# design 1

design_1/density.png
Bar = 50 um. The die is cut into 13 by 13 equal tiles; dark blue is low, red is high, 0 to 100% covered.
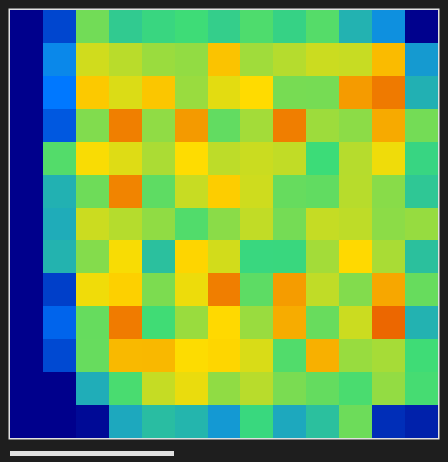

<file path="src/rtl/operand_fetch_pkg.sv">
// Shared constants and FSM state encoding for the operand-fetch stage.
package operand_fetch_pkg;
   localparam int DATA_WIDTH = 16;
   localparam int BANK_DEPTH = 8;
   localparam int BANK_AW    = $clog2(BANK_DEPTH);

   typedef enum logic [1:0] {
      IDLE,
      FETCH_A,
      FETCH_B,
      PRESENT
   } state_t;
endpackage

</file>
<file path="src/rtl/operand_fetch_reg_bank.sv">
// DEPTH x WIDTH register bank: synchronous write, synchronous clear,
// one combinational read port that forwards a same-edge write.
module operand_fetch_reg_bank #(
   parameter  int WIDTH = operand_fetch_pkg::DATA_WIDTH,
   parameter  int DEPTH = operand_fetch_pkg::BANK_DEPTH,
   localparam int AW    = $clog2(DEPTH)
) (
   input  logic             clk,
   input  logic             rst,
   input  logic             wr_en,
   input  logic [AW-1:0]    wr_addr,
   input  logic [WIDTH-1:0] wr_data,
   input  logic [AW-1:0]    rd_addr,
   output logic [WIDTH-1:0] rd_data
);
   logic [WIDTH-1:0] mem [DEPTH];

   for (genvar gi = 0; gi < DEPTH; gi++) begin : g_entry
      logic [WIDTH-1:0] entry_reg;

      always_ff @(posedge clk) begin
         if (rst) begin
            entry_reg <= '0;
         end else if (wr_en && (wr_addr == AW'(gi))) begin
            entry_reg <= wr_data;
         end
      end

      assign mem[gi] = entry_reg;
   end

   // A write landing on the same edge as the read wins over the stored value.
   assign rd_data = (wr_en && (wr_addr == rd_addr)) ? wr_data : mem[rd_addr];
endmodule

</file>
<file path="src/rtl/operand_fetch.sv">
// Operand-fetch stage: reads an A/B pair from the register bank one entry
// per cycle and holds it for the ALU under a valid/ready handshake.
module operand_fetch
   import operand_fetch_pkg::*;
#(
   parameter  int WIDTH = DATA_WIDTH,
   parameter  int DEPTH = BANK_DEPTH,
   localparam int AW    = $clog2(DEPTH)
) (
   input  logic             clk,
   input  logic             rst,
   input  logic             wr_en,
   input  logic [AW-1:0]    wr_addr,
   input  logic [WIDTH-1:0] wr_data,
   input  logic             req_valid,
   output logic             req_ready,
   input  logic [AW-1:0]    addr_a,
   input  logic [AW-1:0]    addr_b,
   output logic             op_valid,
   input  logic             op_ready,
   output logic [WIDTH-1:0] op_a,
   output logic [WIDTH-1:0] op_b
);
   state_t           state_reg;
   logic [AW-1:0]    addr_a_reg;
   logic [AW-1:0]    addr_b_reg;
   logic [WIDTH-1:0] op_a_reg;
   logic [WIDTH-1:0] op_b_reg;
   logic             op_valid_reg;
   logic [AW-1:0]    rd_addr;
   logic [WIDTH-1:0] rd_data;

   assign rd_addr = (state_reg == FETCH_A) ? addr_a_reg : addr_b_reg;

   operand_fetch_reg_bank #(
      .WIDTH (WIDTH),
      .DEPTH (DEPTH)
   ) u_reg_bank (
      .clk     (clk),
      .rst     (rst),
      .wr_en   (wr_en),
      .wr_addr (wr_addr),
      .wr_data (wr_data),
      .rd_addr (rd_addr),
      .rd_data (rd_data)
   );

   always_ff @(posedge clk) begin
      if (rst) begin
         state_reg    <= IDLE;
         addr_a_reg   <= '0;
         addr_b_reg   <= '0;
         op_a_reg     <= '0;
         op_b_reg     <= '0;
         op_valid_reg <= 1'b0;
      end else begin
         case (state_reg)
            IDLE: begin
               if (req_valid) begin
                  addr_a_reg <= addr_a;
                  addr_b_reg <= addr_b;
                  state_reg  <= FETCH_A;
               end
            end
            FETCH_A: begin
               op_a_reg  <= rd_data;
               state_reg <= FETCH_B;
            end
            FETCH_B: begin
               op_b_reg     <= rd_data;
               op_valid_reg <= 1'b1;
               state_reg    <= PRESENT;
            end
            PRESENT: begin
               // Operands stay frozen here; later bank writes cannot reach them.
               if (op_ready) begin
                  op_valid_reg <= 1'b0;
                  state_reg    <= IDLE;
               end
            end
            default: state_reg <= IDLE;
         endcase
      end
   end

   assign req_ready = (state_reg == IDLE) && !rst;
   assign op_valid  = op_valid_reg;
   assign op_a      = op_a_reg;
   assign op_b      = op_b_reg;
endmodule

</file>
<file path="config.mk">
export PLATFORM = sky130hd
export DESIGN_NAME = operand_fetch
export DESIGN_NICKNAME = d
export VERILOG_FILES = /design/src/rtl/operand_fetch_pkg.sv /design/src/rtl/operand_fetch_reg_bank.sv /design/src/rtl/operand_fetch.sv
export SDC_FILE = /design/constraint.sdc
export NUM_CORES = 1
export LEC_CHECK = 0
export ABC_AREA = 1
export CAP_MARGIN = 20
export CORE_MARGIN = 1
export CORE_UTILIZATION = 49
export CTS_CLUSTER_DIAMETER = 30
export DETAILED_ROUTE_END_ITERATION = 16
export PLACE_DENSITY = 0.71
export SLEW_MARGIN = 5
export SYNTH_ARGS = -nofsm -noshare
export SYNTH_HDL_FRONTEND = slang
export SYNTH_SLANG_ARGS = --single-unit
</file>
<file path="constraint.sdc">
create_clock -name clk -period 2.7 [get_ports clk]
set_clock_uncertainty 0.1 [all_clocks]
set_input_delay 0.81 -clock clk [delete_from_list [all_inputs] [get_ports clk]]
set_output_delay 0.81 -clock clk [all_outputs]
set_load 0.05 [all_outputs]
</file>
# design 2

[config.mk]
export PLATFORM = sky130hd
export DESIGN_NAME = fuzzy_inference_engine
export DESIGN_NICKNAME = d
export VERILOG_FILES = /design/src/rtl/fuzzy_inference_engine.sv
export SDC_FILE = /design/constraint.sdc
export NUM_CORES = 1
export LEC_CHECK = 0
export ABC_AREA = 1
export CAP_MARGIN = 15
export CORE_UTILIZATION = 55
export CTS_BUF_LIST = sky130_fd_sc_hd__clkbuf_8
export DETAILED_ROUTE_END_ITERATION = 10
export DONT_BUFFER_PORTS = 1
export PLACE_DENSITY = 0.7
export SLEW_MARGIN = 20
export SYNTH_ARGS = -nofsm -noshare
export SYNTH_HDL_FRONTEND = slang
export SYNTH_SLANG_ARGS = --single-unit
[constraint.sdc]
create_clock -name clk -period 11.2 [get_ports clk]
set_clock_uncertainty 0.2 [all_clocks]
set_input_delay 2.24 -clock clk [delete_from_list [all_inputs] [get_ports clk]]
set_output_delay 2.24 -clock clk [all_outputs]
set_load 0.05 [all_outputs]
[src/rtl/fuzzy_inference_engine.sv]
// Two-input (error, error-rate) Mamdani-style fuzzy controller with singleton
// outputs: fuzzify, evaluate 9 rules serially, then defuzzify by restoring division.
module fuzzy_inference_engine #(
  parameter int          E_SHIFT   = 10,
  parameter logic [11:0] DUTY_INIT = 12'd0
) (
  input  logic        clk,
  input  logic        rst_n,
  input  logic        start,
  input  logic [11:0] v1,
  input  logic [11:0] v2,
  output logic        busy,
  output logic        done,
  output logic [11:0] duty
);

  localparam logic [2:0] IDLE = 3'd0;
  localparam logic [2:0] FUZZ = 3'd1;
  localparam logic [2:0] RULE = 3'd2;
  localparam logic [2:0] DIV  = 3'd3;
  localparam logic [2:0] DONE = 3'd4;

  logic [2:0]         state;
  logic signed [12:0] e_r;
  logic signed [12:0] de_r;
  logic signed [12:0] e_prev;
  logic [8:0]         mu_e  [3];
  logic [8:0]         mu_de [3];
  logic [24:0]        num;
  logic [11:0]        den;
  logic [3:0]         rule_idx;
  logic [3:0]         bit_cnt;
  logic [12:0]        rem;
  logic [11:0]        dq;

  // Membership magnitude: |x| scaled so that 2^E_SHIFT codes maps to 256.
  function automatic logic [8:0] fuzz_mag(input logic signed [12:0] x);
    logic [12:0] a;
    a = x[12] ? 13'(-x) : 13'(x);
    a = a >> (E_SHIFT - 8);
    if (a > 13'd256) return 9'd256;
    return a[8:0];
  endfunction

  // ------------------------------------------------------------------
  // Error sampling
  // ------------------------------------------------------------------
  logic signed [12:0] e_in;
  logic signed [13:0] de_wide;
  logic signed [12:0] de_sat;

  always_comb begin
    e_in    = $signed({1'b0, v1}) - $signed({1'b0, v2});
    de_wide = {e_in[12], e_in} - {e_prev[12], e_prev};
    de_sat  = de_wide[12:0];
    if (de_wide > 14'sd4095)       de_sat = 13'sd4095;
    else if (de_wide < -14'sd4095) de_sat = -13'sd4095;
  end

  // ------------------------------------------------------------------
  // Rule evaluation: rule_idx = 3*a + b, singleton index a+b
  // ------------------------------------------------------------------
  logic [1:0]  a_idx;
  logic [1:0]  b_idx;
  logic [8:0]  w;
  logic [11:0] s_val;
  logic [20:0] prod;
  logic [24:0] num_next;
  logic [11:0] den_next;

  always_comb begin
    a_idx = 2'd0;
    b_idx = 2'd0;
    case (rule_idx)
      4'd0: begin a_idx = 2'd0; b_idx = 2'd0; end
      4'd1: begin a_idx = 2'd0; b_idx = 2'd1; end
      4'd2: begin a_idx = 2'd0; b_idx = 2'd2; end
      4'd3: begin a_idx = 2'd1; b_idx = 2'd0; end
      4'd4: begin a_idx = 2'd1; b_idx = 2'd1; end
      4'd5: begin a_idx = 2'd1; b_idx = 2'd2; end
      4'd6: begin a_idx = 2'd2; b_idx = 2'd0; end
      4'd7: begin a_idx = 2'd2; b_idx = 2'd1; end
      4'd8: begin a_idx = 2'd2; b_idx = 2'd2; end
      default: begin a_idx = 2'd0; b_idx = 2'd0; end
    endcase
    w = (mu_e[a_idx] < mu_de[b_idx]) ? mu_e[a_idx] : mu_de[b_idx];
    case (3'(a_idx) + 3'(b_idx))
      3'd0:    s_val = 12'd0;
      3'd1:    s_val = 12'd1024;
      3'd2:    s_val = 12'd2048;
      3'd3:    s_val = 12'd3072;
      default: s_val = 12'd4095;
    endcase
    prod     = 21'(w) * 21'(s_val);
    num_next = num + 25'(prod);
    den_next = den + 12'(w);
  end

  // ------------------------------------------------------------------
  // Restoring division step: quotient bits shift into dq as dividend bits leave
  // ------------------------------------------------------------------
  logic [13:0] trial;
  logic        ge;

  always_comb begin
    trial = {rem, dq[11]};
    ge    = (trial >= {2'b00, den});
  end

  // ------------------------------------------------------------------
  // Control and datapath registers
  // ------------------------------------------------------------------
  always_ff @(posedge clk) begin
    if (!rst_n) begin
      state    <= IDLE;
      done     <= 1'b0;
      duty     <= DUTY_INIT;
      e_r      <= '0;
      de_r     <= '0;
      e_prev   <= '0;
      num      <= '0;
      den      <= '0;
      rule_idx <= '0;
      bit_cnt  <= '0;
      rem      <= '0;
      dq       <= '0;
      for (int i = 0; i < 3; i++) begin
        mu_e[i]  <= '0;
        mu_de[i] <= '0;
      end
    end else begin
      done <= 1'b0;
      case (state)
        IDLE: begin
          if (start) begin
            e_r   <= e_in;
            de_r  <= de_sat;
            state <= FUZZ;
          end
        end
        FUZZ: begin
          e_prev   <= e_r;
          mu_e[0]  <= e_r[12] ? fuzz_mag(e_r) : 9'd0;
          mu_e[1]  <= 9'd256 - fuzz_mag(e_r);
          mu_e[2]  <= (!e_r[12] && e_r != 13'sd0) ? fuzz_mag(e_r) : 9'd0;
          mu_de[0] <= de_r[12] ? fuzz_mag(de_r) : 9'd0;
          mu_de[1] <= 9'd256 - fuzz_mag(de_r);
          mu_de[2] <= (!de_r[12] && de_r != 13'sd0) ? fuzz_mag(de_r) : 9'd0;
          num      <= '0;
          den      <= '0;
          rule_idx <= '0;
          state    <= RULE;
        end
        RULE: begin
          num <= num_next;
          den <= den_next;
          if (rule_idx == 4'd8) begin
            rule_idx <= '0;
            // Weighted average never exceeds 4095, so num[24:12] < den here.
            rem      <= num_next[24:12];
            dq       <= num_next[11:0];
            bit_cnt  <= '0;
            state    <= DIV;
          end else begin
            rule_idx <= rule_idx + 4'd1;
          end
        end
        DIV: begin
          rem <= ge ? 13'(trial - {2'b00, den}) : trial[12:0];
          dq  <= {dq[10:0], ge};
          if (bit_cnt == 4'd11) begin
            bit_cnt <= '0;
            state   <= DONE;
          end else begin
            bit_cnt <= bit_cnt + 4'd1;
          end
        end
        DONE: begin
          done <= 1'b1;
          if (den != 12'd0) duty <= dq;
          state <= IDLE;
        end
        default: state <= IDLE;
      endcase
    end
  end

  assign busy = (state != IDLE);

endmodule

design_1/drive_strength.png
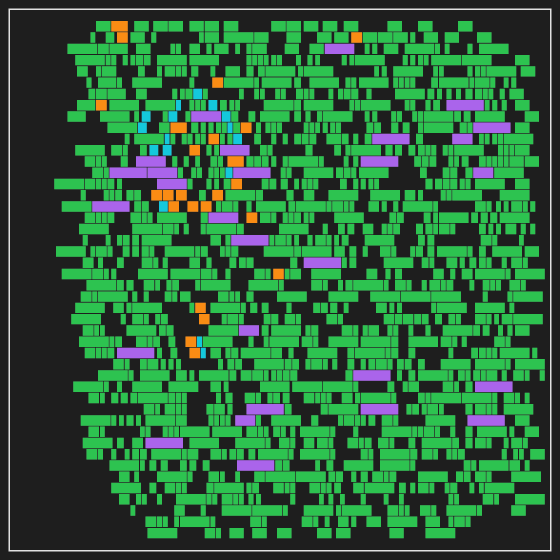
legend:
  drive 1 or less:
    colour: green
    cells: 1111
    share: 94%
  drive 6 and up:
    colour: purple
    cells: 28
    share: 2.4%
  drive 2:
    colour: cyan
    cells: 16
    share: 1.4%
  drive 3 to 4:
    colour: orange
    cells: 24
    share: 2.0%
layout overhead on the synthesized area: 15.2%
Buffers excl. clock: 86
slack of the critical path: 0.166 ns
post-layout instance area: 9310 um^2

Notes on design_1/density.png above:
emptiest ninth of the die: bottom left
nearly empty tiles: 9.5%
mean over tiles: 53%
tiles over 75% full: 16%
Std-Cell Core Area: 16000 um^2
core utilization before placement: 50.5%

==> flow_summary_export.csv, design 1 <==
group,metric,value,unit
run_status,status,"completed",
synthesis,synth_area_leader_cell,"dfxtp_1",
worst_setup_path,cpPeakStageDelay,0.82,ns
synthesis,synth_warnings,0,
final_layout,fin_nets,1203,
synthesis,post_synth_and_or_nand_nor_area_fraction,30.7,%
detailed_routing,detailroute.wirelength.met2,10500,um
min_path,worst_hold_path.num_cells,2,
detailed_routing,avgViaCountPerCell,5.33,
final_layout,num-fill-cells,1561,
place,dp_cells,1365,
worst_setup_path,ff2ff_path_depth,13,
synthesis,synth.logic.top_family,"simple AND/OR/NAND/NOR gates",
die,placement_rows,46,
detailed_routing,wire_length_after_detailed_routing,22600,um
worst_setup_path,end_kind,"output port",
detailed_routing,dr_top_layer,"met4",
final_timing,hold_viol_final,0,
synthesis,syn_area_cell,6.97,um^2
detailed_routing,antenna_violating_nets_post_route,0,
clock_network,setup_buffers_after_cts,0,
worst_setup_path,criticalPathCategory,"flip-flop to output port",
power,power.density_cell_area,1010,nW/um^2
worst_setup_path,crit-reg2reg-launch,"state_reg[1]",
detailed_routing,drt_drc_violations_left,0,
global_route,globalRouteOverflowTotal,0,
final_layout,largest_reg_flops,128,
detailed_routing,routed-via-count,7434,
synthesis,synthDominantCellAreaShare,41.9,%
## design 1: power breakdown
| group | total [mW] | internal (mW) | switching [mW] |
|---|---|---|---|
| registers | 2.95 | 2.80 | 0.154 |
| clock network | 2.21 | 1.26 | 0.944 |
| logic | 4.28 | 1.34 | 2.94 |
| total | 9.44 | 5.40 | 4.04 |
## design 1: final cells by class
type	count	area [um^2]	share of cell area, %
multi-input combinational	709	3580	38.5
timing repair buffer	86	861	9.24
tap	216	270	2.90
sequential	169	3380	36.3
clock inverter	2	12.5	0.134
inverter	185	694	7.46
clock buffer	28	507	5.44
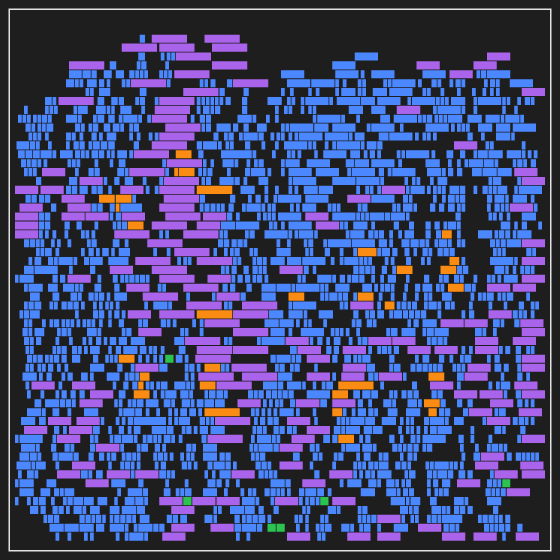
design_2/cell_classes.png
legend:
  other buffers and delay cells:
    colour: green
    cells: 6
  flip-flops:
    colour: purple
    cells: 183
  clock drivers and dummy loads:
    colour: orange
    cells: 32
  all other logic:
    colour: blue
    cells: 1775
post-layout instance area: 15300 um^2
sequential share of cell area: 27.4%
Std-Cell Core Area: 26100 um^2
Util after Layout: 58.9%
row cnt: 59

==> flow_summary_export.csv, design 2 <==
group,metric,value,unit
worst_setup_path,crit_path_start,"b_idx[0]",
final_timing,tightestPinTransition,1.12,ns
global_route,global_route_wire_length_before_repair,57700,um
synthesis,top_cells_by_area,"dfxtp_1 (18%), edfxtp_1 (11%), nand2_1 (11%)",
detailed_routing,routed-via-count,12500,
clock_network,setup_buffers_after_cts,0,
final_layout,layout.area.seq,4200,um^2
worst_setup_path,timing.critical_path.from_type,"flip-flop",
run_status,status,"completed",
worst_setup_path,critical-path-slowest-cell,"fa_1",
synthesis,postSynthNetCount,2213,
power,power_attributed_to_the_clock_group,0.511,mW
final_timing,timing.max_slew.rel_slack,25.3,%
synthesis,synth.logic.top_family,"simple AND/OR/NAND/NOR gates",
synthesis,synth_area_leader_cell,"dfxtp_1",
detailed_routing,drt_iter0_drc,572,
==> design 2: sequential cells by signal (all words and copies together) (netlist names) <==
name and count:
mu_de 27, mu_e 27, num 25, de_r 13
e_prev 13, e_r 13, rem 13, den 12
dq 12, duty 12, bit_cnt 4, rule_idx 4
state 3, a_idx 2, b_idx 2, done 1
==> design 2: worst max-delay path, delay by kind of cell, from the launching register on <==
family / cells / cell delay, ns
buffers and inverters: 6 / 0.48
XOR/XNOR: 1 / 0.28
AND-OR/OR-AND: 7 / 1.70
flip-flops: 1 / 0.58
AND/OR/NAND/NOR: 9 / 1.23
adder cells (fa/ha/maj): 7 / 3.39


==> layout pictures side by side <==
Congestion heat map.
picture 1
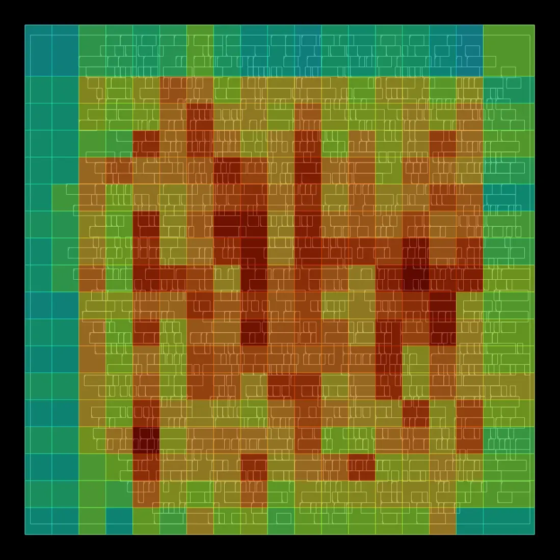
picture 2
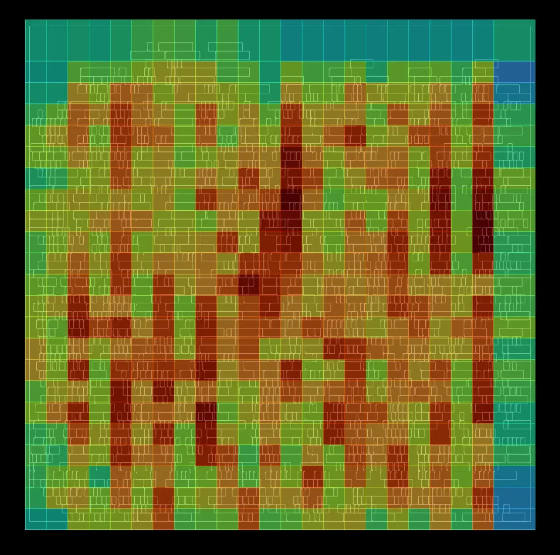
For design 1, see picture 1.
For design 2, see picture 2.

Power figures rest on the tool's default switching activity, not on a simulated workload.
